=== bias_loader_fire5_squeeze ===
Fig. 1: bias_loader_fire5_squeeze, signal wires on met4
Scale: 1 px per um. Supply wires on this layer in gray.
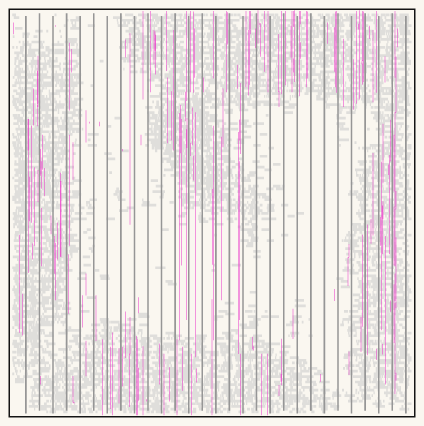

[config.mk]
export PLATFORM = sky130hd
export DESIGN_NAME = bias_loader_fire5_squeeze
export DESIGN_NICKNAME = d
export VERILOG_FILES = /design/src/rtl/bias_pkg.sv /design/src/rtl/bias_word_assembler.sv /design/src/rtl/bias_loader_fire5_squeeze.sv
export SDC_FILE = /design/constraint.sdc
export NUM_CORES = 1
export LEC_CHECK = 0
export ABC_AREA = 1
export CORE_AREA = 2 2 402 404
export CTS_CLUSTER_DIAMETER = 200
export DETAILED_ROUTE_END_ITERATION = 8
export DIE_AREA = 0 0 404 406
export GPL_TIMING_DRIVEN = 1
export HOLD_SLACK_MARGIN = 0.08
export SYNTH_ARGS = -nofsm -noshare
export SYNTH_HDL_FRONTEND = slang
export SYNTH_SLANG_ARGS = --single-unit
[constraint.sdc]
create_clock -name clk -period 1.9 [get_ports clk]
set_clock_uncertainty 0.05 [all_clocks]
set_input_delay 0.38 -clock clk [delete_from_list [all_inputs] [get_ports clk]]
set_output_delay 0.38 -clock clk [all_outputs]
set_load 0.02 [all_outputs]
[src/rtl/bias_pkg.sv]
// Shared constants and state type for the fire5_squeeze bias loader.
// Pure declarations: no logic, no latency, no flow control.
package bias_pkg;

  localparam int FIRE5_SQ_N_CH  = 32;
  localparam int BIAS_W         = 32;
  localparam int BYTES_PER_WORD = BIAS_W / 8;

  typedef enum logic [1:0] {
    IDLE,
    LOAD,
    DONE
  } bias_ld_state_t;

endpackage

[src/rtl/bias_word_assembler.sv]
// Packs little-endian bytes into a DATA_W word; word/word_done are valid in the
// same cycle the last byte is accepted. Consumes one byte per byte_en, never stalls.
module bias_word_assembler
  import bias_pkg::*;
#(
  parameter int DATA_W = BIAS_W
) (
  input  logic              clk,
  input  logic              rst_n,
  input  logic              clr,
  input  logic              byte_en,
  input  logic [7:0]        s_data,
  output logic [DATA_W-1:0] word,
  output logic              word_done
);

  localparam int BPW   = DATA_W / 8;
  localparam int CNT_W = (BPW > 1) ? $clog2(BPW) : 1;
  localparam logic [CNT_W-1:0] LAST = CNT_W'(BPW - 1);

  logic [CNT_W-1:0]  bcnt;
  logic [DATA_W-1:0] hold;

  // Merge the incoming byte combinationally so the completed word can be
  // committed on the same edge that accepts its last byte.
  always_comb begin
    word = hold;
    if (byte_en) begin
      word[8*bcnt +: 8] = s_data;
    end
  end

  assign word_done = byte_en && (bcnt == LAST);

  always_ff @(posedge clk or negedge rst_n) begin
    if (!rst_n) begin
      bcnt <= '0;
      hold <= '0;
    end else if (clr) begin
      bcnt <= '0;
      hold <= '0;
    end else if (byte_en) begin
      hold <= word;
      bcnt <= (bcnt == LAST) ? '0 : bcnt + 1'b1;
    end
  end

endmodule

[src/rtl/bias_loader_fire5_squeeze.sv]
// Run-time bias register file loader: start, then N_CH*DATA_W/8 bytes; each word lands
// one cycle after its last byte. s_ready is high only while loading; gaps simply stall.
module bias_loader_fire5_squeeze
  import bias_pkg::*;
#(
  parameter int DATA_W = BIAS_W,
  parameter int N_CH   = FIRE5_SQ_N_CH
) (
  input  logic              clk,
  input  logic              rst_n,
  input  logic              start,
  input  logic [7:0]        s_data,
  input  logic              s_valid,
  output logic              s_ready,
  output logic [DATA_W-1:0] bias_mem [0:N_CH-1],
  output logic              bias_valid,
  output logic              busy
);

  localparam int WIDX_W = (N_CH > 1) ? $clog2(N_CH) : 1;
  localparam logic [WIDX_W-1:0] WLAST = WIDX_W'(N_CH - 1);

  bias_ld_state_t    state, state_nxt;
  logic [WIDX_W-1:0] widx;
  logic              clr;
  logic              byte_en;
  logic [DATA_W-1:0] word;
  logic              word_done;

  assign s_ready    = (state == LOAD);
  assign busy       = (state == LOAD);
  assign bias_valid = (state == DONE);
  assign byte_en    = s_valid && s_ready;
  // start inside LOAD is ignored, so clearing only happens on entry.
  assign clr        = start && (state != LOAD);

  bias_word_assembler #(
    .DATA_W (DATA_W)
  ) u_asm (
    .clk       (clk),
    .rst_n     (rst_n),
    .clr       (clr),
    .byte_en   (byte_en),
    .s_data    (s_data),
    .word      (word),
    .word_done (word_done)
  );

  always_ff @(posedge clk or negedge rst_n) begin
    if (!rst_n) begin
      state <= IDLE;
    end else begin
      state <= state_nxt;
    end
  end

  always_comb begin
    state_nxt = state;
    unique case (state)
      IDLE:    if (start) state_nxt = LOAD;
      LOAD:    if (word_done && (widx == WLAST)) state_nxt = DONE;
      DONE:    if (start) state_nxt = LOAD;
      default: state_nxt = IDLE;
    endcase
  end

  always_ff @(posedge clk or negedge rst_n) begin
    if (!rst_n) begin
      widx <= '0;
    end else if (clr) begin
      widx <= '0;
    end else if (word_done && (widx != WLAST)) begin
      widx <= widx + 1'b1;
    end
  end

  // Entries not yet rewritten keep their old contents during a reload.
  always_ff @(posedge clk or negedge rst_n) begin
    if (!rst_n) begin
      for (int i = 0; i < N_CH; i++) begin
        bias_mem[i] <= '0;
      end
    end else if (word_done) begin
      bias_mem[widx] <= word;
    end
  end

endmodule

=== kmer_signature_gen ===
$ cat config.mk
export PLATFORM = sky130hd
export DESIGN_NAME = kmer_signature_gen
export DESIGN_NICKNAME = d
export VERILOG_FILES = /design/src/rtl/kmer_signature_gen.sv
export SDC_FILE = /design/constraint.sdc
export NUM_CORES = 1
export LEC_CHECK = 0
export CAP_MARGIN = 5
export CELL_PAD_IN_SITES_DETAIL_PLACEMENT = 1
export CELL_PAD_IN_SITES_GLOBAL_PLACEMENT = 1
export CORE_ASPECT_RATIO = 1.4
export CORE_UTILIZATION = 51
export CTS_CLUSTER_SIZE = 8
export DETAILED_ROUTE_END_ITERATION = 10
export PLACE_DENSITY_LB_ADDON = 0.1
export SYNTH_ARGS = -nofsm -noshare
export SYNTH_HDL_FRONTEND = slang
export SYNTH_SLANG_ARGS = --single-unit
$ cat constraint.sdc
create_clock -name clk -period 8.9 [get_ports clk]
set_clock_uncertainty 0.05 [all_clocks]
set_input_delay 2.67 -clock clk [delete_from_list [all_inputs] [get_ports clk]]
set_output_delay 2.67 -clock clk [all_outputs]
set_load 0.01 [all_outputs]
$ cat src/rtl/kmer_signature_gen.sv
// kmer_signature_gen: turns a stream of 2-bit nucleotide codes into one hashed
// signature per overlapping k-mer (KMER_LEN = SIGNATURE_WIDTH/2 bases), with a
// 0-based index, an end-of-sequence pulse and a sticky index-overflow flag.
`timescale 1ns/1ps
module kmer_signature_gen #(
    parameter int                         SIGNATURE_WIDTH = 32,
    parameter int                         INDEX_WIDTH     = 10,
    parameter logic [SIGNATURE_WIDTH-1:0] HASH_MULT       = 32'h9E3779B1
) (
    input  logic                       clk,
    input  logic                       rst_n,
    input  logic                       start,
    input  logic                       base_valid,
    input  logic [1:0]                 base,
    input  logic                       base_last,
    output logic                       base_ready,
    output logic                       valid_out,
    output logic [SIGNATURE_WIDTH-1:0] signature_out,
    output logic [INDEX_WIDTH-1:0]     index_out,
    output logic                       seq_done,
    output logic                       overflow
);

    localparam int KMER_LEN = SIGNATURE_WIDTH / 2;
    localparam int FILL_W   = (KMER_LEN > 1) ? $clog2(KMER_LEN) : 1;
    localparam logic [FILL_W-1:0]      FILL_LAST = FILL_W'(KMER_LEN - 1);
    localparam logic [INDEX_WIDTH-1:0] IDX_MAX   = '1;

    localparam logic [1:0] S_IDLE   = 2'd0;
    localparam logic [1:0] S_FILL   = 2'd1;
    localparam logic [1:0] S_STREAM = 2'd2;
    localparam logic [1:0] S_DRAIN  = 2'd3;

    // Multiplicative mix, keeping only the low SIGNATURE_WIDTH bits.
    function automatic logic [SIGNATURE_WIDTH-1:0] f_mix(input logic [SIGNATURE_WIDTH-1:0] kmer);
        logic [SIGNATURE_WIDTH-1:0] prod;
        prod = kmer * HASH_MULT;
        return prod;
    endfunction

    // Fold high bits down so the low signature bits depend on the whole k-mer.
    function automatic logic [SIGNATURE_WIDTH-1:0] f_fold(input logic [SIGNATURE_WIDTH-1:0] mix);
        return mix ^ (mix >> 15);
    endfunction

    logic [1:0]                 r_state;
    logic [SIGNATURE_WIDTH-1:0] r_kmer_p0;
    logic [FILL_W-1:0]          r_fill_cnt;
    logic [INDEX_WIDTH-1:0]     r_idx_cnt;
    logic                       r_idx_full;
    logic                       r_overflow;
    logic                       r_drain_first;
    logic                       r_seq_done;
    logic                       r_vld_p0;
    logic                       r_vld_p1;
    logic                       r_vld_p2;
    logic [INDEX_WIDTH-1:0]     r_idx_p0;
    logic [INDEX_WIDTH-1:0]     r_idx_p1;
    logic [INDEX_WIDTH-1:0]     r_idx_p2;
    logic [SIGNATURE_WIDTH-1:0] r_mix_p1;
    logic [SIGNATURE_WIDTH-1:0] r_sig_p2;

    logic                       w_ready;
    logic                       w_accept;
    logic                       w_kmer_ok;
    logic                       w_emit;
    logic                       w_pipe_empty;
    logic [SIGNATURE_WIDTH-1:0] w_kmer_next;

    assign w_ready      = (r_state == S_FILL) || (r_state == S_STREAM);
    assign w_accept     = base_valid && w_ready;
    // A complete k-mer exists on every accepted base in STREAM and on the
    // KMER_LEN-th accepted base in FILL.
    assign w_kmer_ok    = w_accept && ((r_state == S_STREAM) ||
                                       ((r_state == S_FILL) && (r_fill_cnt == FILL_LAST)));
    // Once the last index has been handed out, further k-mers are dropped.
    assign w_emit       = w_kmer_ok && !r_idx_full;
    assign w_pipe_empty = !r_vld_p0 && !r_vld_p1;
    assign w_kmer_next  = {r_kmer_p0[SIGNATURE_WIDTH-3:0], base};

    // Sequencer: FSM, k-mer shift register, fill/index counters, overflow and end pulse.
    always_ff @(posedge clk or negedge rst_n) begin
        if (!rst_n) begin
            r_state       <= S_IDLE;
            r_kmer_p0     <= '0;
            r_fill_cnt    <= '0;
            r_idx_cnt     <= '0;
            r_idx_full    <= 1'b0;
            r_overflow    <= 1'b0;
            r_drain_first <= 1'b0;
            r_seq_done    <= 1'b0;
        end else begin
            r_seq_done <= 1'b0;
            case (r_state)
                S_IDLE: begin
                    if (start) begin
                        r_kmer_p0  <= '0;
                        r_fill_cnt <= '0;
                        r_idx_cnt  <= '0;
                        r_idx_full <= 1'b0;
                        r_overflow <= 1'b0;
                        r_state    <= S_FILL;
                    end
                end
                S_FILL, S_STREAM: begin
                    if (w_accept) begin
                        r_kmer_p0 <= w_kmer_next;
                        if (r_state == S_FILL) begin
                            r_fill_cnt <= r_fill_cnt + 1'b1;
                        end
                        if (w_kmer_ok) begin
                            if (r_idx_full) begin
                                r_overflow <= 1'b1;
                            end else begin
                                r_idx_cnt <= r_idx_cnt + 1'b1;
                                if (r_idx_cnt == IDX_MAX) begin
                                    r_idx_full <= 1'b1;
                                end
                            end
                        end
                        if (base_last) begin
                            r_state       <= S_DRAIN;
                            r_drain_first <= 1'b1;
                        end else if ((r_state == S_FILL) && (r_fill_cnt == FILL_LAST)) begin
                            r_state <= S_STREAM;
                        end
                    end
                end
                default: begin
                    // The first DRAIN cycle always waits so an empty sequence
                    // still ends two cycles after entry.
                    r_drain_first <= 1'b0;
                    if (!r_drain_first && w_pipe_empty) begin
                        r_seq_done <= 1'b1;
                        r_state    <= S_IDLE;
                    end
                end
            endcase
        end
    end

    // Valid pipeline travelling alongside the hash data; reset drops in-flight k-mers.
    always_ff @(posedge clk or negedge rst_n) begin
        if (!rst_n) begin
            r_vld_p0 <= 1'b0;
            r_vld_p1 <= 1'b0;
            r_vld_p2 <= 1'b0;
        end else begin
            r_vld_p0 <= w_emit;
            r_vld_p1 <= r_vld_p0;
            r_vld_p2 <= r_vld_p1;
        end
    end

    // Stage p0 -> p1: index capture and multiplicative mix.
    always_ff @(posedge clk) begin
        if (w_emit) begin
            r_idx_p0 <= r_idx_cnt;
        end
        if (r_vld_p0) begin
            r_mix_p1 <= f_mix(r_kmer_p0);
            r_idx_p1 <= r_idx_p0;
        end
    end

    // Stage p1 -> p2: fold and register the visible outputs (held between pulses).
    always_ff @(posedge clk or negedge rst_n) begin
        if (!rst_n) begin
            r_sig_p2 <= '0;
            r_idx_p2 <= '0;
        end else if (r_vld_p1) begin
            r_sig_p2 <= f_fold(r_mix_p1);
            r_idx_p2 <= r_idx_p1;
        end
    end

    assign base_ready    = w_ready;
    assign valid_out     = r_vld_p2;
    assign signature_out = r_sig_p2;
    assign index_out     = r_idx_p2;
    assign seq_done      = r_seq_done;
    assign overflow      = r_overflow;

endmodule

Fig. 2: bias_loader_fire5_squeeze, the metal 3 layer
Scale: 1 px per um.
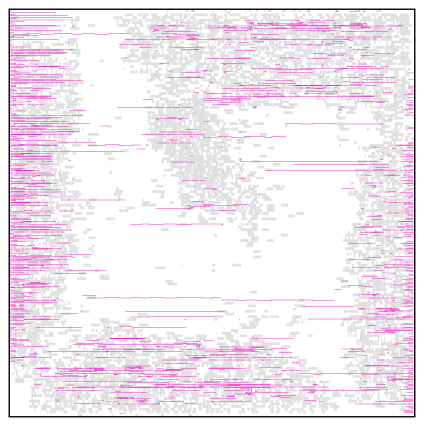
886 nets have wire on it. The layer holds 8.6% of the routed length.

## Picture notes: Fig. 1
The longest straight run is 245 um. The layer carries 10300 um of wire. The layer holds 4.8% of the routed length. The wires run mostly vertical.

==> run summary, bias_loader_fire5_squeeze <==
Item: results of the latest flow run.

- The flow ran to the end, but the final reports show violations.
- The final reports fail on setup timing.
- The number of max-cap violations is 0.
- The met1 demand-to-capacity share in global routing is 30.88%.
- The Yosys warning count is 0.
- The global routing usage on met3 is 6.712%.
- The number of remaining DRC errors is 0.
- The layout overhead on the synthesized area is 52.31%.
- The die width is 404 um.
- In the final report, the number of endpoints failing setup comes to 1023.
- For the completed layout, the total cell area is recorded as 63820 um2.
- For reference, the critical path cell chain is nor2_4 > buf_4 > buf_6 > buf_12.
- The internal portion of the total power is 43.22 mW.
- The tally of non-filler cells in the final layout is 8278.
- Across all setup checks in the final design, the least slack found is -0.2545 ns.
- The sum of routed wire length over all layers is 215800 um.
## bias_loader_fire5_squeeze: repair_timing
item,CTS,global route
endpoints found under the setup margin,2053,1303
setup buffers,19,36
cloned,2,23
hold buffers,2,0
hold endpoints to repair,508,0
pin swaps,6,35
resized,3201,152
## bias_loader_fire5_squeeze: state kept, by name (all words and copies together), names as in the netlist
signal and flops:
state 2, bias_mem 1024, u_asm.bcnt 2, u_asm.hold 32
widx 5
## bias_loader_fire5_squeeze: logic make-up after synthesis
family,synth area share [%]
and+or+nand+nor,31.60
adders and majority gates,0.2986
xor gates and xnor gates,0.02090
DFF,63.60
AOI/OAI and AO/OA,0.4419
buffers and inverters,4.040
## bias_loader_fire5_squeeze: worst max path at each step
stage                     cells past startpoint             to          start  slack [ns]
after floorplan                              10  bias_mem[960]  u_asm.bcnt[0]       -0.06
after global placement                        7  bias_mem[130]        s_valid       -0.54
after detailed placement                      8  bias_mem[416]        s_valid       -0.54
after CTS                                     4           busy       state[0]       -0.26
after global routing                         11  bias_mem[317]       state[1]       -0.35
final                                         4           busy       state[1]       -0.25
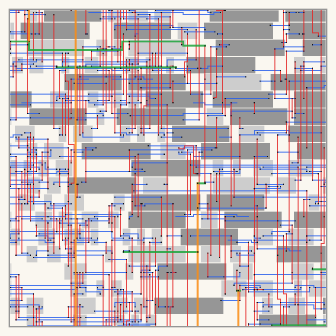
Fig. 3. A small window of the routed layout (kmer_signature_gen).
Region (83, 126) to (133, 176) um. Cells in gray, sequential cells in the stronger gray; small squares are vias.
Key: met4 = orange; met1 = blue; met3 = green; met2 = red
Netlist names of flops here include `signature_out` (11), `r_idx_cnt` (7), `r_mix_p1` (7). Sequential cells in the window: 36. Most frequent: dfrtp_1 (19), edfxtp_1 (16), nor2_1 (12). 133 logic cells have their middle in the window.

==> run summary, kmer_signature_gen <==
Item: results of the latest flow run.

- The share of flip-flops with an asynchronous set or reset after synthesis is 65.10%.
- The non-clock buffer area fraction after layout is 3.512%.
- The post-route netlist has 5.700% of its cells at a drive strength greater than 1.
- The run finished with clean final reports.
- The routed length per placed instance is 21.58 um.
- The switching portion of total power is 49.68%.
- The post-route antenna net violation count is 0.
- TritonCTS built the clock tree.
- Of the total power, the clock network draws 11.0%.
- Combinational logic is responsible for 70.7% of the overall power.
- The count of instances resized after the clock tree is built is 0.
- Across all setup checks in the final design, the least slack found is 1.477 ns.
- The synth_stat.txt file lists the number of cells as 1320.
- The area share of and/or/nand/nor cells after synthesis is 5.036%.
- The effective utilization at floorplan is 52.20%.
- The clock buffers instantiated in the layout total 17.
- The number of global-route vias before repair is 10799.
- The longest incremental delay of any stage on the critical path is reported as 0.71 ns.
- The group drawing the most power is combinational logic.
- The post-synthesis cell type count is 55.
-- kmer_signature_gen: metal layers --
| layer | share of wire (%) | up-vias | wire length, um |
|---|---|---|---|
| met5 | 0 | - | 0 |
| met4 | 6.4 | 0 | 2435 |
| met3 | 3.0 | 85 | 1129 |
| met2 | 53 | 178 | 20070 |
| met1 | 38 | 4817 | 14270 |
| li1 | - | 4271 | - |
-- kmer_signature_gen: registers in the layout (all words and copies together), names as in the netlist --
name and flops:
r_idx_p1 10, valid_out 1, r_idx_cnt 10, r_vld_p0 1, r_drain_first 1, r_mix_p1 32
r_idx_p0 10, overflow 1, r_vld_p1 1, r_fill_cnt 4, r_state 2, index_out 10
r_kmer_p0 32, r_idx_full 1, seq_done 1, signature_out 32
-- kmer_signature_gen: through the flow --
stage | util (%) | hold WS [ns]
2_1_floorplan | - | 0.3019
5_1_grt | 57.78 | 0.3778
4_1_cts | 57.78 | 0.3719
6_report | 57.78 | 0.3686
3_3_place_gp | 55.61 | 0.3538
3_5_place_dp | 55.61 | 0.3588

=== pulse_train_ctrl ===
Fig. 4: pulse_train_ctrl, the metal 3 layer
Scale: 4 px per um.
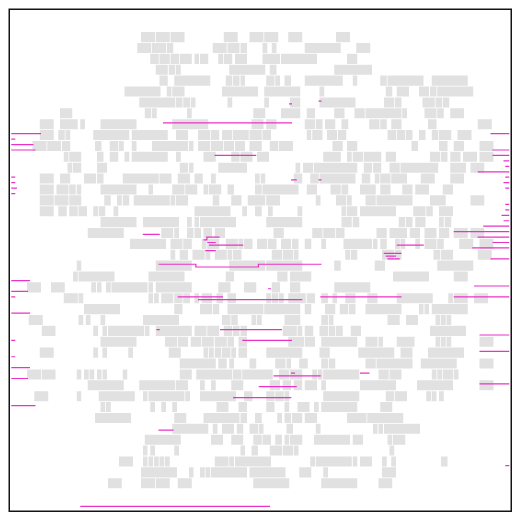

**src/rtl/pulse_train_ctrl.sv**
```systemverilog
// pulse_train_ctrl: sequencer for a bounded train of prescaled high/low pulses
// with pause, abort, busy/done reporting and an async active-low reset.
module pulse_train_ctrl #(
    parameter int DIV_W = 22,
    parameter int CNT_W = 8
) (
    input  logic             clk_in1,
    input  logic             clr_n,
    input  logic             start,
    input  logic             abort,
    input  logic             Enable,
    input  logic [DIV_W-1:0] div,
    input  logic [CNT_W-1:0] on_len,
    input  logic [CNT_W-1:0] off_len,
    input  logic [CNT_W-1:0] n_pulses,
    output logic             Q,
    output logic             busy,
    output logic             done,
    output logic [CNT_W-1:0] pulses_left
);
    typedef enum logic [1:0] {IDLE, ON, OFF} state_t;

    state_t             r_state, w_state;
    logic               r_q, w_q, r_done, w_done;
    logic [CNT_W-1:0]   r_left, w_left, r_cnt, w_cnt;
    logic [CNT_W-1:0]   r_on_m1, w_on_m1, r_off_m1, w_off_m1;
    logic [DIV_W-1:0]   r_pre, w_pre, r_div, w_div;
    logic               w_tick, w_seg_end;

    // Segment lengths are stored minus one so a zero length behaves as one tick.
    assign w_tick    = (r_state != IDLE) && Enable && (r_pre == r_div);
    assign w_seg_end = (r_cnt == ((r_state == ON) ? r_on_m1 : r_off_m1));

    always_comb begin
        w_state  = r_state;
        w_q      = r_q;
        w_done   = 1'b0;
        w_left   = r_left;
        w_cnt    = r_cnt;
        w_pre    = r_pre;
        w_div    = r_div;
        w_on_m1  = r_on_m1;
        w_off_m1 = r_off_m1;
        if (abort) begin
            w_state = IDLE;
            w_q     = 1'b0;
            w_left  = '0;
        end else if (r_state == IDLE) begin
            if (start && n_pulses == '0) begin
                w_done = 1'b1;
            end else if (start) begin
                w_state  = ON;
                w_q      = 1'b1;
                w_left   = n_pulses;
                w_cnt    = '0;
                w_pre    = '0;
                w_div    = div;
                w_on_m1  = (on_len == '0) ? '0 : on_len - CNT_W'(1);
                w_off_m1 = (off_len == '0) ? '0 : off_len - CNT_W'(1);
            end
        end else if (w_tick) begin
            w_pre = '0;
            w_cnt = w_seg_end ? '0 : r_cnt + CNT_W'(1);
            if (w_seg_end && r_state == ON) begin
                w_state = OFF;
                w_q     = 1'b0;
                w_left  = r_left - CNT_W'(1);
            end else if (w_seg_end) begin
                w_state = (r_left == '0) ? IDLE : ON;
                w_q     = (r_left != '0);
                w_done  = (r_left == '0);
            end
        end else if (Enable) begin
            w_pre = r_pre + DIV_W'(1);
        end
    end

    always_ff @(posedge clk_in1 or negedge clr_n) begin
        if (!clr_n) begin
            r_state  <= IDLE;
            r_q      <= 1'b0;
            r_done   <= 1'b0;
            r_left   <= '0;
            r_cnt    <= '0;
            r_pre    <= '0;
            r_div    <= '0;
            r_on_m1  <= '0;
            r_off_m1 <= '0;
        end else begin
            r_state  <= w_state;
            r_q      <= w_q;
            r_done   <= w_done;
            r_left   <= w_left;
            r_cnt    <= w_cnt;
            r_pre    <= w_pre;
            r_div    <= w_div;
            r_on_m1  <= w_on_m1;
            r_off_m1 <= w_off_m1;
        end
    end

    assign Q           = r_q;
    assign busy        = (r_state != IDLE);
    assign done        = r_done;
    assign pulses_left = r_left;
endmodule

```
**config.mk**
```make
export PLATFORM = sky130hd
export DESIGN_NAME = pulse_train_ctrl
export DESIGN_NICKNAME = d
export VERILOG_FILES = /design/src/rtl/pulse_train_ctrl.sv
export SDC_FILE = /design/constraint.sdc
export NUM_CORES = 1
export LEC_CHECK = 0
export CORE_MARGIN = 4
export CORE_UTILIZATION = 33
export DETAILED_ROUTE_END_ITERATION = 8
export PLACE_DENSITY = 0.51
export RECOVER_POWER = 25
export REMOVE_ABC_BUFFERS = 1
export SLEW_MARGIN = 30
export SYNTH_ARGS = -nofsm -noshare
export SYNTH_HDL_FRONTEND = slang
export SYNTH_SLANG_ARGS = --single-unit
```
**constraint.sdc**
```tcl
create_clock -name clk_in1 -period 2.5 [get_ports clk_in1]
set_input_delay 0.5 -clock clk_in1 [delete_from_list [all_inputs] [get_ports clk_in1]]
set_output_delay 0.5 -clock clk_in1 [all_outputs]
set_load 0.05 [all_outputs]
```
=== mem_link_master ===
[src/rtl/mem_link_master.sv]
// Host-side initiator for the UART memory-access link: serialises one write or
// range-read command into header+frame bytes and reassembles returned read words.
module mem_link_master #(
   parameter int ADDR_WIDTH     = 16,
   parameter int TIMEOUT_CYCLES = 1_000_000
) (
   input  logic                  clk,
   input  logic                  rst,
   input  logic                  cmd_valid,
   output logic                  cmd_ready,
   input  logic                  cmd_write,
   input  logic [ADDR_WIDTH-1:0] cmd_addr,
   input  logic [ADDR_WIDTH-1:0] cmd_addr_hi,
   input  logic [3:0]            cmd_we,
   input  logic [31:0]           cmd_wdata,
   output logic [7:0]            tx_data,
   output logic                  tx_start,
   input  logic                  tx_done,
   input  logic [7:0]            rx_data,
   input  logic                  rx_valid,
   output logic [31:0]           rd_data,
   output logic [ADDR_WIDTH-1:0] rd_addr,
   output logic                  rd_valid,
   output logic                  done,
   output logic                  err
);

   // state  | meaning
   // IDLE   | waiting for a command, cmd_ready high
   // SEND   | one frame byte in flight, waiting for tx_done
   // RECV   | collecting read response bytes, timeout armed
   // LAST   | last word emitted, done pulses next cycle
   // DONE   | one-cycle tail before returning to IDLE
   typedef enum logic [2:0] {S_IDLE, S_SEND, S_RECV, S_LAST, S_DONE} state_t;

   localparam logic [31:0] TMO_LAST = 32'(TIMEOUT_CYCLES - 1);

   state_t                state;
   logic                  c_write;
   logic [ADDR_WIDTH-1:0] c_addr;
   logic [ADDR_WIDTH-1:0] c_hi;
   logic [3:0]            c_we;
   logic [31:0]           c_wdata;
   logic [2:0]            idx;
   logic [31:0]           asm_word;
   logic [1:0]            byte_cnt;
   logic [ADDR_WIDTH-1:0] cur_addr;
   logic [14:0]           words_left;
   logic [31:0]           tmo_cnt;

   logic                  rd_bad;
   logic [ADDR_WIDTH-1:0] span;
   logic [14:0]           word_count;
   logic [2:0]            last_idx;

   assign rd_bad     = (cmd_addr[1:0] != 2'b00) || (cmd_addr_hi[1:0] != 2'b00) ||
                       (cmd_addr_hi < cmd_addr);
   assign span       = cmd_addr_hi - cmd_addr;
   assign word_count = 15'((span >> 2) + 16'd1);
   assign last_idx   = c_write ? 3'd7 : 3'd4;
   assign cmd_ready  = (state == S_IDLE);

   function automatic logic [7:0] frame_byte(
      input logic                  wr,
      input logic [2:0]            i,
      input logic [ADDR_WIDTH-1:0] addr,
      input logic [ADDR_WIDTH-1:0] hi,
      input logic [3:0]            we,
      input logic [31:0]           wdata
   );
      logic [7:0] b;
      b = 8'h00;
      if (wr) begin
         case (i)
            3'd0: b = 8'h0F;
            3'd1: b = addr[7:0];
            3'd2: b = addr[15:8];
            3'd3: b = {4'b0000, we};
            3'd4: b = wdata[7:0];
            3'd5: b = wdata[15:8];
            3'd6: b = wdata[23:16];
            3'd7: b = wdata[31:24];
            default: b = 8'h00;
         endcase
      end else begin
         case (i)
            3'd0: b = 8'hFF;
            3'd1: b = hi[7:0];
            3'd2: b = hi[15:8];
            3'd3: b = addr[7:0];
            3'd4: b = addr[15:8];
            default: b = 8'h00;
         endcase
      end
      return b;
   endfunction

   always_ff @(posedge clk) begin
      if (rst) begin
         state      <= S_IDLE;
         c_write    <= 1'b0;
         c_addr     <= '0;
         c_hi       <= '0;
         c_we       <= 4'h0;
         c_wdata    <= 32'h0;
         idx        <= 3'd0;
         asm_word   <= 32'h0;
         byte_cnt   <= 2'd0;
         cur_addr   <= '0;
         words_left <= 15'd0;
         tmo_cnt    <= 32'd0;
         tx_data    <= 8'h00;
         tx_start   <= 1'b0;
         rd_data    <= 32'h0;
         rd_addr    <= '0;
         rd_valid   <= 1'b0;
         done       <= 1'b0;
         err        <= 1'b0;
      end else begin
         tx_start <= 1'b0;
         rd_valid <= 1'b0;
         done     <= 1'b0;
         err      <= 1'b0;
         case (state)
            S_IDLE: begin
               if (cmd_valid) begin
                  c_write    <= cmd_write;
                  c_addr     <= cmd_addr;
                  c_hi       <= cmd_addr_hi;
                  c_we       <= cmd_we;
                  c_wdata    <= cmd_wdata;
                  idx        <= 3'd0;
                  asm_word   <= 32'h0;
                  byte_cnt   <= 2'd0;
                  cur_addr   <= cmd_addr;
                  words_left <= word_count;
                  if (!cmd_write && rd_bad) begin
                     err   <= 1'b1;
                     state <= S_DONE;
                  end else begin
                     tx_start <= 1'b1;
                     tx_data  <= cmd_write ? 8'h0F : 8'hFF;
                     state    <= S_SEND;
                  end
               end
            end
            S_SEND: begin
               // tx_done coinciding with our own tx_start belongs to an older byte
               if (tx_done && !tx_start) begin
                  if (idx == last_idx) begin
                     if (c_write) begin
                        done  <= 1'b1;
                        state <= S_DONE;
                     end else begin
                        tmo_cnt <= 32'd1;
                        state   <= S_RECV;
                     end
                  end else begin
                     idx      <= idx + 3'd1;
                     tx_start <= 1'b1;
                     tx_data  <= frame_byte(c_write, idx + 3'd1, c_addr, c_hi, c_we, c_wdata);
                  end
               end
            end
            S_RECV: begin
               if (rx_valid) begin
                  tmo_cnt  <= 32'd1;
                  asm_word <= {rx_data, asm_word[31:8]};
                  byte_cnt <= byte_cnt + 2'd1;
                  if (byte_cnt == 2'd3) begin
                     rd_valid   <= 1'b1;
                     rd_data    <= {rx_data, asm_word[31:8]};
                     rd_addr    <= cur_addr;
                     cur_addr   <= cur_addr + 16'd4;
                     words_left <= words_left - 15'd1;
                     if (words_left == 15'd1) state <= S_LAST;
                  end
               end else if (tmo_cnt >= TMO_LAST) begin
                  err      <= 1'b1;
                  asm_word <= 32'h0;
                  byte_cnt <= 2'd0;
                  state    <= S_IDLE;
               end else begin
                  tmo_cnt <= tmo_cnt + 32'd1;
               end
            end
            S_LAST: begin
               done  <= 1'b1;
               state <= S_DONE;
            end
            S_DONE: state <= S_IDLE;
            default: state <= S_IDLE;
         endcase
      end
   end

endmodule

[config.mk]
export PLATFORM = sky130hd
export DESIGN_NAME = mem_link_master
export DESIGN_NICKNAME = d
export VERILOG_FILES = /design/src/rtl/mem_link_master.sv
export SDC_FILE = /design/constraint.sdc
export NUM_CORES = 1
export LEC_CHECK = 0
export ABC_AREA = 1
export ABC_CLOCK_PERIOD_IN_PS = 3200
export CAP_MARGIN = 30
export CORE_MARGIN = 2
export CORE_UTILIZATION = 45
export DETAILED_ROUTE_END_ITERATION = 10
export PLACE_DENSITY = 0.67
export SLEW_MARGIN = 10
export SYNTH_ARGS = -nofsm -noshare
export SYNTH_HDL_FRONTEND = slang
export SYNTH_SLANG_ARGS = --single-unit
[constraint.sdc]
create_clock -name clk -period 3.2 [get_ports clk]
set_clock_uncertainty 0.05 [all_clocks]
set_input_delay 0.64 -clock clk [delete_from_list [all_inputs] [get_ports clk]]
set_output_delay 0.64 -clock clk [all_outputs]
set_load 0.02 [all_outputs]
Fig. 5: mem_link_master, a small window of the routed layout
Region (97, 97) to (147, 147) um. Cells in gray, sequential cells in the stronger gray; small squares are vias.
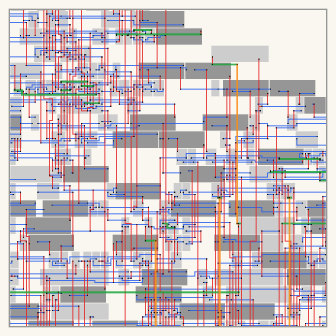
Key: met4 = orange; met2 = red; met3 = green; met1 = blue
Netlist names of flops here include `c_wdata` (12), `tx_data` (8), `tmo_cnt` (6). 168 logic cells have their middle in the window. Most frequent: dfxtp_1 (30), inv_1 (23), o21ai_0 (21). Sequential cells in the window: 30.

==> run summary, mem_link_master <==
Item: results of the latest flow run.

- The run finished with clean final reports.
- The final cycle utilization of the critical path is 86.11%.
- Once detailed placement completed, the half-perimeter wirelength came to 24780 um.
- The number of buffer and inverter stages on the critical path is 4.
- The total routed wire length on the met1 layer is 16210 um.
- The worst setup path is launched from an input port.
- Of all cell types, the one taking the most synthesized area is sky130_fd_sc_hd__dfxtp_1.
- When the netlist entered floorplanning its net count stood at 1714.
- The post-synth tally of flip-flops with integrated enable is 0.
- The post-synthesis cell type count is 54.
- Hold-check failures listed in the final report amount to 0.
- The path category of the worst min-delay check is in -> reg.
- The total power is 11.67 mW.
- For this run, the script counts the antenna cells in the layout as 0.
- The worst path needs 2.756 ns of the cycle, external delays included.
- The start-to-end type of the worst setup path is in -> reg.
- The CTS buffer count is 25.
- Per the layout area report, the combinational fraction of cell area is 39.72%.
- The proportion of synthesized area in mux cells is 0%.
- Listed in order, past its start point the critical path passes clkdlybuf4s50_1 > inv_1 > ha_1 > nand2_1 > inv_2 > nand2_1 > nor3_1 > nand2_1 > nand2_1 > nand2_1 > nand2_1 > nand3_2 > nand3_2 > nand2_2 > inv_2 > nand2_1 > o21ai_0 > nor2_1.
mem_link_master: worst max path at each step:
| stage | end | cells past startpoint | slack (ns) | start |
|---|---|---|---|---|
| 2_1_floorplan | words_left[12] | 17 | 0.67 | cmd_addr[2] |
| 6_report | tx_data[0] | 18 | 0.44 | cmd_addr[5] |
| 3_5_place_dp | tx_data[0] | 18 | -0.07 | cmd_addr[5] |
| 5_1_grt | tx_data[1] | 18 | 0.20 | cmd_addr[4] |
| 3_3_place_gp | words_left[12] | 17 | -0.08 | cmd_addr[3] |
| 4_1_cts | tx_data[0] | 18 | 0.47 | cmd_addr[5] |
mem_link_master: report_power, final:
group,total [mW],switching [mW],internal [mW]
Combinational,4.67,3.13,1.53
Sequential,4.10,0.524,3.58
Clock,2.90,1.18,1.72
mem_link_master: through the flow:
stage | hold slack [ns] | std cells | setup TNS, ns | worst slack [ns]
3_3_place_gp | 0.3814 | 2030 | -0.2410 | -0.07975
5_1_grt | 0.2840 | 2076 | 0 | 0.1993
2_1_floorplan | 0.3719 | 1605 | 0 | 0.6729
4_1_cts | 0.2674 | 2076 | 0 | 0.4746
3_5_place_dp | 0.3866 | 2030 | -0.2629 | -0.07083
6_report | 0.2848 | 2076 | 0 | 0.4444
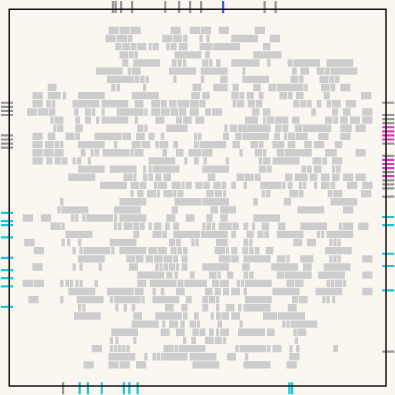
Fig. 6. Pin placement (pulse_train_ctrl).
Scale: 3 px per um. Pins as bars across the die edge, other pins in gray.
Key: `div` = cyan [pins 22, direction input, edge 9 left, 8 bottom, 5 right]; `n_pulses` = magenta [pins 8, direction input, edge right]; `Enable` = blue [pins 1, direction input, edge top]
All pins by edge: 25 right, 17 left, 11 top, 9 bottom.

About Fig. 4:
61 nets have wire on it. The longest straight run is 47.2 um.

==> run summary, pulse_train_ctrl <==
Item: results of the latest flow run.

- For this run the detailed placement stage logged an HPWL of 9205 um.
- The CTS report gives the tree buffer count as 9.
- The dominant kind of combinational cell is simple AND/OR/NAND/NOR gates.
- The fill cell instance count of the final layout is 1334.
- The non-clock buffer area fraction after layout is 16.69%.
- The run reported a max-capacitance violation count of 0.
- The minimum setup slack in the final design is 0.1043 ns.
- The most common logic cells in the final layout are sky130_fd_sc_hd__nand2_1, sky130_fd_sc_hd__dfrtp_1, sky130_fd_sc_hd__clkdlybuf4s50_1.
- The Yosys warning count is 0.
- The post-place setup slack is -0.3615 ns.
- VDD sags by at most 0.3316 mV.
- The synthesized netlist devotes 10.64% of its cell area to XOR and XNOR gates.
- Leaving out buffers and inverters, the combinational logic in the layout accounts for 2456 um2.
- The flow ran to the end, and the final reports show no timing, DRC or antenna violations.
- The count of endpoints failing setup in the final report is 0.
- Per Yosys stat, the portion of area used by sequential elements is 43.68%.
- The sequential power share is 43.1%.
- The multi-input gate count is 402.
- The start-to-end type of the worst setup path is reg -> reg.
- The placement stage leaves a total instance area of 5648 um2.
- Per the synthesis report, the simple-gate share of the synthesized area is 25.74%.
- The last weighted congestion value of the routability-driven placer is 0.8602.
- Detailed-route iteration 0 reported a violation count of 226.
- The floorplan step defined a core boundary enclosing 13350 um2.
- The post-route utilization of the core is recorded as 45.03%.
- Entering global routing, the biggest net connects 39 pins.
- The die area is 15650 um2.
- The cell at the slowest stage of the critical path is sky130_fd_sc_hd__or4_4.
- The finished design was reported to have a net count of 679.
- The endpoint identified for the worst register-to-register timing path is pulses_left[0].
==> pulse_train_ctrl: cells in the mapped netlist, drive strengths merged (4+ instances only) <==
cell type	instances	share of area, %
nand2	101	8.4
dfrtp	79	44
nor2	40	3.4
o21ai	33	3.6
xor2	33	6.4
xnor2	22	4.3
a21oi	20	2.3
inv	19	1.6
clkbuf	17	1.4
nor4	14	1.9
nand3	13	1.4
nor3	13	1.4
nand4	11	1.5
and3	8	1.1
o22ai	8	1.1
nand2b	7	1.1
o31ai	7	1.2
or4	7	1.2
a211oi	6	1.4
a31o	6	1.2
and2	6	0.83
buf	6	0.77
or3	6	0.94
a21o	5	0.83
ha	5	1.4
nor2b	4	0.55
==> pulse_train_ctrl: worst max-delay path by stage <==
stage | start | to | cells after the start
after floorplan | Q | r_pre[7] | 7
after global placement | n_pulses[1] | r_pre[21] | 10
after detailed placement | n_pulses[1] | r_pre[21] | 10
after CTS | n_pulses[1] | r_pre[7] | 9
after global routing | Q | r_pre[21] | 10
final | Q | pulses_left[0] | 7
==> pulse_train_ctrl: repair_timing <==
action                     4_1_cts  5_1_grt
setup endpoints to repair        7       64
setup buffers                    0        2
pin swaps                        0        5
gates resized                    3       14

==> layout pictures side by side <==
Signal wires on met4.
panel A
Scale: 2 px per um. Supply wires on this layer in gray.
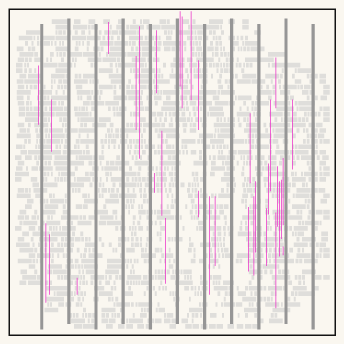
panel B
Scale: 3 px per um. Supply wires on this layer in gray.
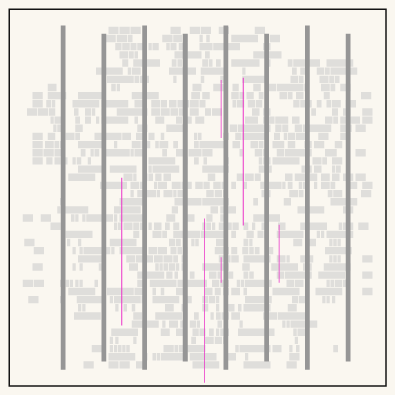
- largest die: panel A
Panel A is mem_link_master.
Panel B is pulse_train_ctrl.


=== cpu_mem_arbiter ===
Fig. 7: cpu_mem_arbiter, signal wires on met4
Scale: 3 px per um. Supply wires on this layer in gray.
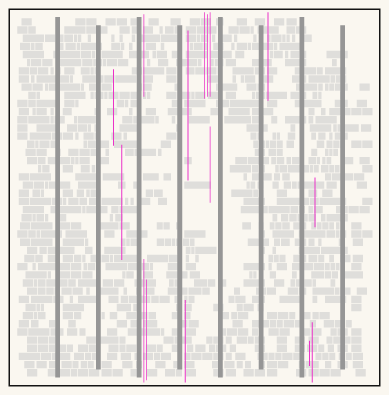
Fig. 8: cpu_mem_arbiter, the metal 3 layer
Scale: 4 px per um.
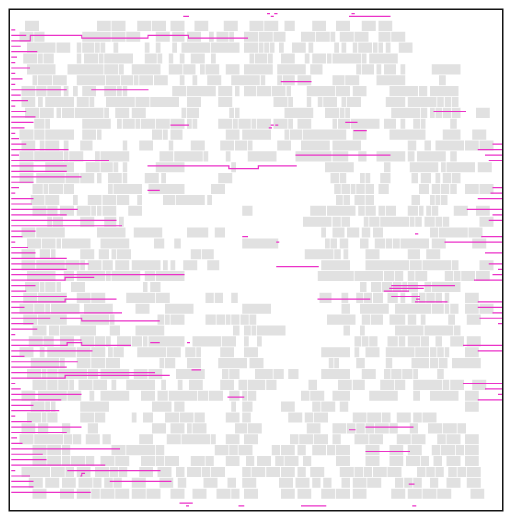
$ cat config.mk
export PLATFORM = sky130hd
export DESIGN_NAME = cpu_mem_arbiter
export DESIGN_NICKNAME = d
export VERILOG_FILES = /design/src/rtl/cpu_mem_arbiter.sv
export SDC_FILE = /design/constraint.sdc
export NUM_CORES = 1
export LEC_CHECK = 0
export CORE_AREA = 2 2 121 123
export DETAILED_ROUTE_END_ITERATION = 8
export DIE_AREA = 0 0 123 125
export GPL_ROUTABILITY_DRIVEN = 0
export PLACE_DENSITY_LB_ADDON = 0.2
export SYNTH_ARGS = -nofsm -noshare
export SYNTH_HDL_FRONTEND = slang
export SYNTH_SLANG_ARGS = --single-unit
$ cat constraint.sdc
create_clock -name clk -period 3.11 [get_ports clk]
set_input_delay 0.4665 -clock clk [delete_from_list [all_inputs] [get_ports clk]]
set_output_delay 0.4665 -clock clk [all_outputs]
set_load 0.05 [all_outputs]
$ cat src/rtl/cpu_mem_arbiter.sv
// Merges the CPU instruction and data request channels onto one shared memory bus.
// One transaction in flight at a time; a saturating counter tracks cycles spent outside IDLE.
module cpu_mem_arbiter #(
  parameter int ADDR_WIDTH = 32,
  parameter int DATA_WIDTH = 32,
  parameter int CNT_WIDTH  = 32
) (
  input  logic                    clk,
  input  logic                    rst,
  // instruction channel
  input  logic [ADDR_WIDTH-1:0]   PC,
  input  logic                    Inst_Req_Valid,
  output logic                    Inst_Req_Ready,
  output logic [DATA_WIDTH-1:0]   Instruction,
  output logic                    Inst_Valid,
  input  logic                    Inst_Ready,
  // data channel
  input  logic [ADDR_WIDTH-1:0]   Address,
  input  logic                    MemWrite,
  input  logic [DATA_WIDTH-1:0]   Write_data,
  input  logic [DATA_WIDTH/8-1:0] Write_strb,
  input  logic                    MemRead,
  output logic                    Mem_Req_Ready,
  output logic [DATA_WIDTH-1:0]   Read_data,
  output logic                    Read_data_Valid,
  input  logic                    Read_data_Ready,
  // shared memory bus
  output logic                    mem_req_valid,
  input  logic                    mem_req_ready,
  output logic [ADDR_WIDTH-1:0]   mem_req_addr,
  output logic                    mem_req_wen,
  output logic [DATA_WIDTH-1:0]   mem_req_wdata,
  output logic [DATA_WIDTH/8-1:0] mem_req_wstrb,
  input  logic                    mem_resp_valid,
  output logic                    mem_resp_ready,
  input  logic [DATA_WIDTH-1:0]   mem_resp_data,
  // performance counter
  output logic [CNT_WIDTH-1:0]    busy_cycles
);

  localparam int StrbWidth = DATA_WIDTH / 8;

  typedef enum logic [2:0] {
    S_IDLE,
    S_I_REQ,
    S_I_RESP,
    S_D_RD_REQ,
    S_D_RD_RESP,
    S_D_WR_REQ
  } state_t;

  state_t                  state_q, state_d;
  logic [ADDR_WIDTH-1:0]   addr_q, addr_d;
  logic                    wen_q, wen_d;
  logic [DATA_WIDTH-1:0]   wdata_q, wdata_d;
  logic [StrbWidth-1:0]    wstrb_q, wstrb_d;
  logic [CNT_WIDTH-1:0]    busy_q, busy_d;

  // NOTE: every signal written here gets a default first, so no path can leave it unassigned and infer a latch.
  always_comb begin
    state_d         = state_q;
    addr_d          = addr_q;
    wen_d           = wen_q;
    wdata_d         = wdata_q;
    wstrb_d         = wstrb_q;
    Inst_Req_Ready  = 1'b0;
    Mem_Req_Ready   = 1'b0;
    mem_req_valid   = 1'b0;
    mem_resp_ready  = 1'b0;
    Inst_Valid      = 1'b0;
    Instruction     = '0;
    Read_data_Valid = 1'b0;
    Read_data       = '0;

    case (state_q)
      S_IDLE: begin
        // Data has priority over fetch; a simultaneous store and load issues the store.
        if (!rst) begin
          if (MemRead || MemWrite) begin
            Mem_Req_Ready = 1'b1;
            addr_d        = Address;
            wen_d         = MemWrite;
            wdata_d       = MemWrite ? Write_data : '0;
            wstrb_d       = MemWrite ? Write_strb : '0;
            state_d       = MemWrite ? S_D_WR_REQ : S_D_RD_REQ;
          end else if (Inst_Req_Valid) begin
            Inst_Req_Ready = 1'b1;
            addr_d         = {PC[ADDR_WIDTH-1:2], 2'b00};
            wen_d          = 1'b0;
            wdata_d        = '0;
            wstrb_d        = '0;
            state_d        = S_I_REQ;
          end
        end
      end

      S_I_REQ, S_D_RD_REQ, S_D_WR_REQ: begin
        mem_req_valid = 1'b1;
        if (mem_req_ready) begin
          case (state_q)
            S_I_REQ:    state_d = S_I_RESP;
            S_D_RD_REQ: state_d = S_D_RD_RESP;
            default:    state_d = S_IDLE;
          endcase
        end
      end

      S_I_RESP: begin
        Inst_Valid     = mem_resp_valid;
        Instruction    = mem_resp_data;
        mem_resp_ready = Inst_Ready;
        if (mem_resp_valid && Inst_Ready) state_d = S_IDLE;
      end

      S_D_RD_RESP: begin
        Read_data_Valid = mem_resp_valid;
        Read_data       = mem_resp_data;
        mem_resp_ready  = Read_data_Ready;
        if (mem_resp_valid && Read_data_Ready) state_d = S_IDLE;
      end

      default: state_d = S_IDLE;
    endcase
  end

  always_comb begin
    busy_d = busy_q;
    if (state_q != S_IDLE && busy_q != {CNT_WIDTH{1'b1}}) busy_d = busy_q + CNT_WIDTH'(1);
  end

  // NOTE: sequential state uses non-blocking assignments so every register samples pre-edge values.
  always_ff @(posedge clk) begin
    if (rst) begin
      state_q <= S_IDLE;
      addr_q  <= '0;
      wen_q   <= 1'b0;
      wdata_q <= '0;
      wstrb_q <= '0;
      busy_q  <= '0;
    end else begin
      state_q <= state_d;
      addr_q  <= addr_d;
      wen_q   <= wen_d;
      wdata_q <= wdata_d;
      wstrb_q <= wstrb_d;
      busy_q  <= busy_d;
    end
  end

  // Bus fields come straight from the capture registers so they cannot move during a stall.
  assign mem_req_addr  = addr_q;
  assign mem_req_wen   = wen_q;
  assign mem_req_wdata = wdata_q;
  assign mem_req_wstrb = wstrb_q;
  assign busy_cycles   = busy_q;

endmodule

==> run summary <==
Item: results of the latest flow run.

- The max-slew headroom at the worst pin is 28.32%.
- The number of antenna violations at the first check in global routing is 0.
- The net count of the finished layout is 1028.
- The sequential share of cell area is 24.70%.
- The total routing resource utilization after global routing is 22.34%.
- The wire length of the first global-routing pass is 27420 um.
- Per the cell usage report, the commonest logic cell in the layout is sky130_fd_sc_hd__clkdlybuf4s50_1.
- The worst path meets setup with 0.2845 ns of slack.
- Grouping stages by cell kind, the critical path spends the most delay in buffers and inverters.
- Static timing analysis puts the maximum clock frequency at 353.9 MHz.
- According to the timing report, the arrival time at the worst endpoint equals 2.36 ns.
- The post-route antenna net violation count is 0.
- The register-to-register setup slack is 0.46 ns.
- The run finished with clean final reports.
- The class occupying the most area after layout is reported as buffers.
- In this run the number of cells on the critical path is 4.
- The capture point of the critical path was reported as Instruction[22].
- In this run the deepest clock path goes through 2 buffers.
- Looking at the power breakdown, combinational cells take 54.2% of the total.
- The post-synth register bit count is 104.
- The setup total negative slack is 0 ns.
- The end-of-flow timing check tallies setup violations at 0.
- The final-layout clock-cell area share is 3.904%.
- The floorplan has 44 rows.
- The cell area reported after detailed placement is 8099 um2.
- The floorplan die height is 125 um.
- The area taken by sequential standard cells is reported as 2082 um2.
- The power share of the clock group is 18.8%.
Notes on Fig. 7 above:
The layer holds 2.5% of the routed length. The layer carries 424 um of wire. 13 nets have wire on it. The longest straight run is 49.6 um. The wires run mostly vertical.

Notes on Fig. 8 above:
The longest straight run is 43.0 um. The wires run mostly horizontal.

## synthesized netlist by cell type (all sizes together)
cell	n
dfxtp	104
nor2	83
nand2	76
and2	68
clkbuf	44
a22oi	39
a311oi	30
a21oi	29
or3	23
o21ai	20
inv	8
nand3	8
nand4	8
o31ai	8
or4	8
and4	5
nor3	5
nor4	4
buf	3
mux2	3
mux2i	3
nor2b	3
nor3b	3
o311ai	2
or2	2
xor2	2
a21boi	1
a22o	1
and3	1
ha	1
nand2b	1
nor4b	1
o211ai	1
o21a	1
o21bai	1
or4b	1
xnor2	1
## per-layer routing
metal / part of all wire (%) / vias to the layer above / track usage (%) / wire length, um
li1: - / 2694 / - / -
met1: 40 / 2546 / 25.91 / 6869
met2: 50 / 180 / 37.70 / 8642
met3: 7.7 / 33 / 8.212 / 1336
met4: 2.4 / 0 / 7.553 / 423
met5: 0 / - / 0 / 0
## cells by family after synthesis
group | after synthesis | synth area share, %
and+or+nand+nor | 300 | 31.42
AOI/OAI and AO/OA | 133 | 18.99
DFF | 104 | 43.11
buffers and inverters | 55 | 4.352
muxes | 6 | 1.321
xor gates and xnor gates | 3 | 0.5441
adders and majority gates | 1 | 0.2590


## Gallery

Pin placement.
picture 1
Scale: 2 px per um. Pins as bars across the die edge, other pins in gray.
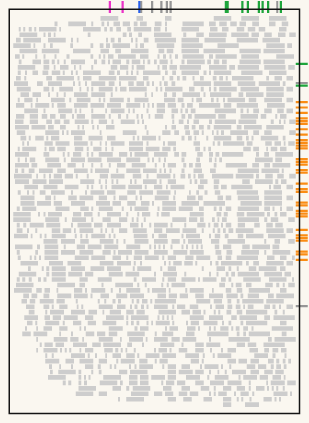
picture 2
Scale: 3 px per um. Pins as bars across the die edge, other pins in gray.
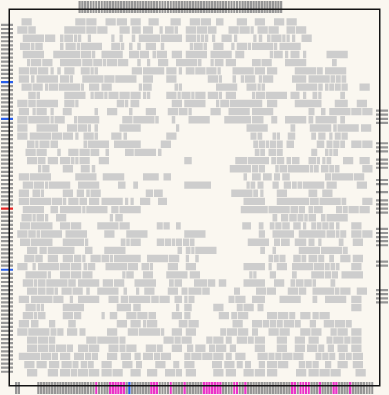
picture 3
Scale: 1 px per um. Pins as bars across the die edge, other pins in gray.
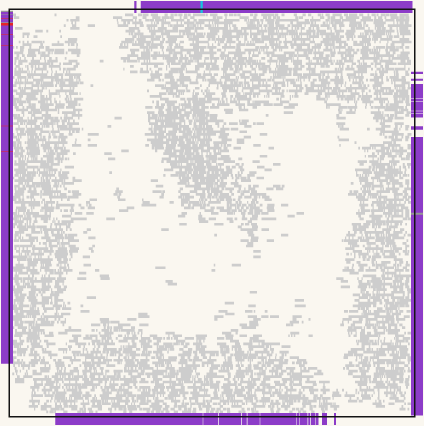
picture 4
Scale: 2 px per um. Pins as bars across the die edge, other pins in gray.
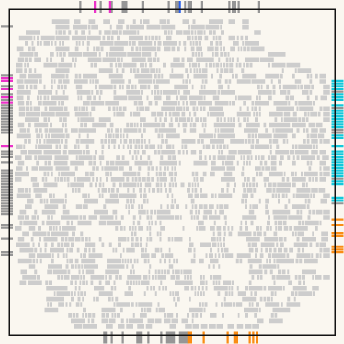
- most pins: picture 3
For mem_link_master, see picture 4.
For bias_loader_fire5_squeeze, see picture 3.
For cpu_mem_arbiter, see picture 2.
For kmer_signature_gen, see picture 1.

Power and IR drop assume default switching activity.
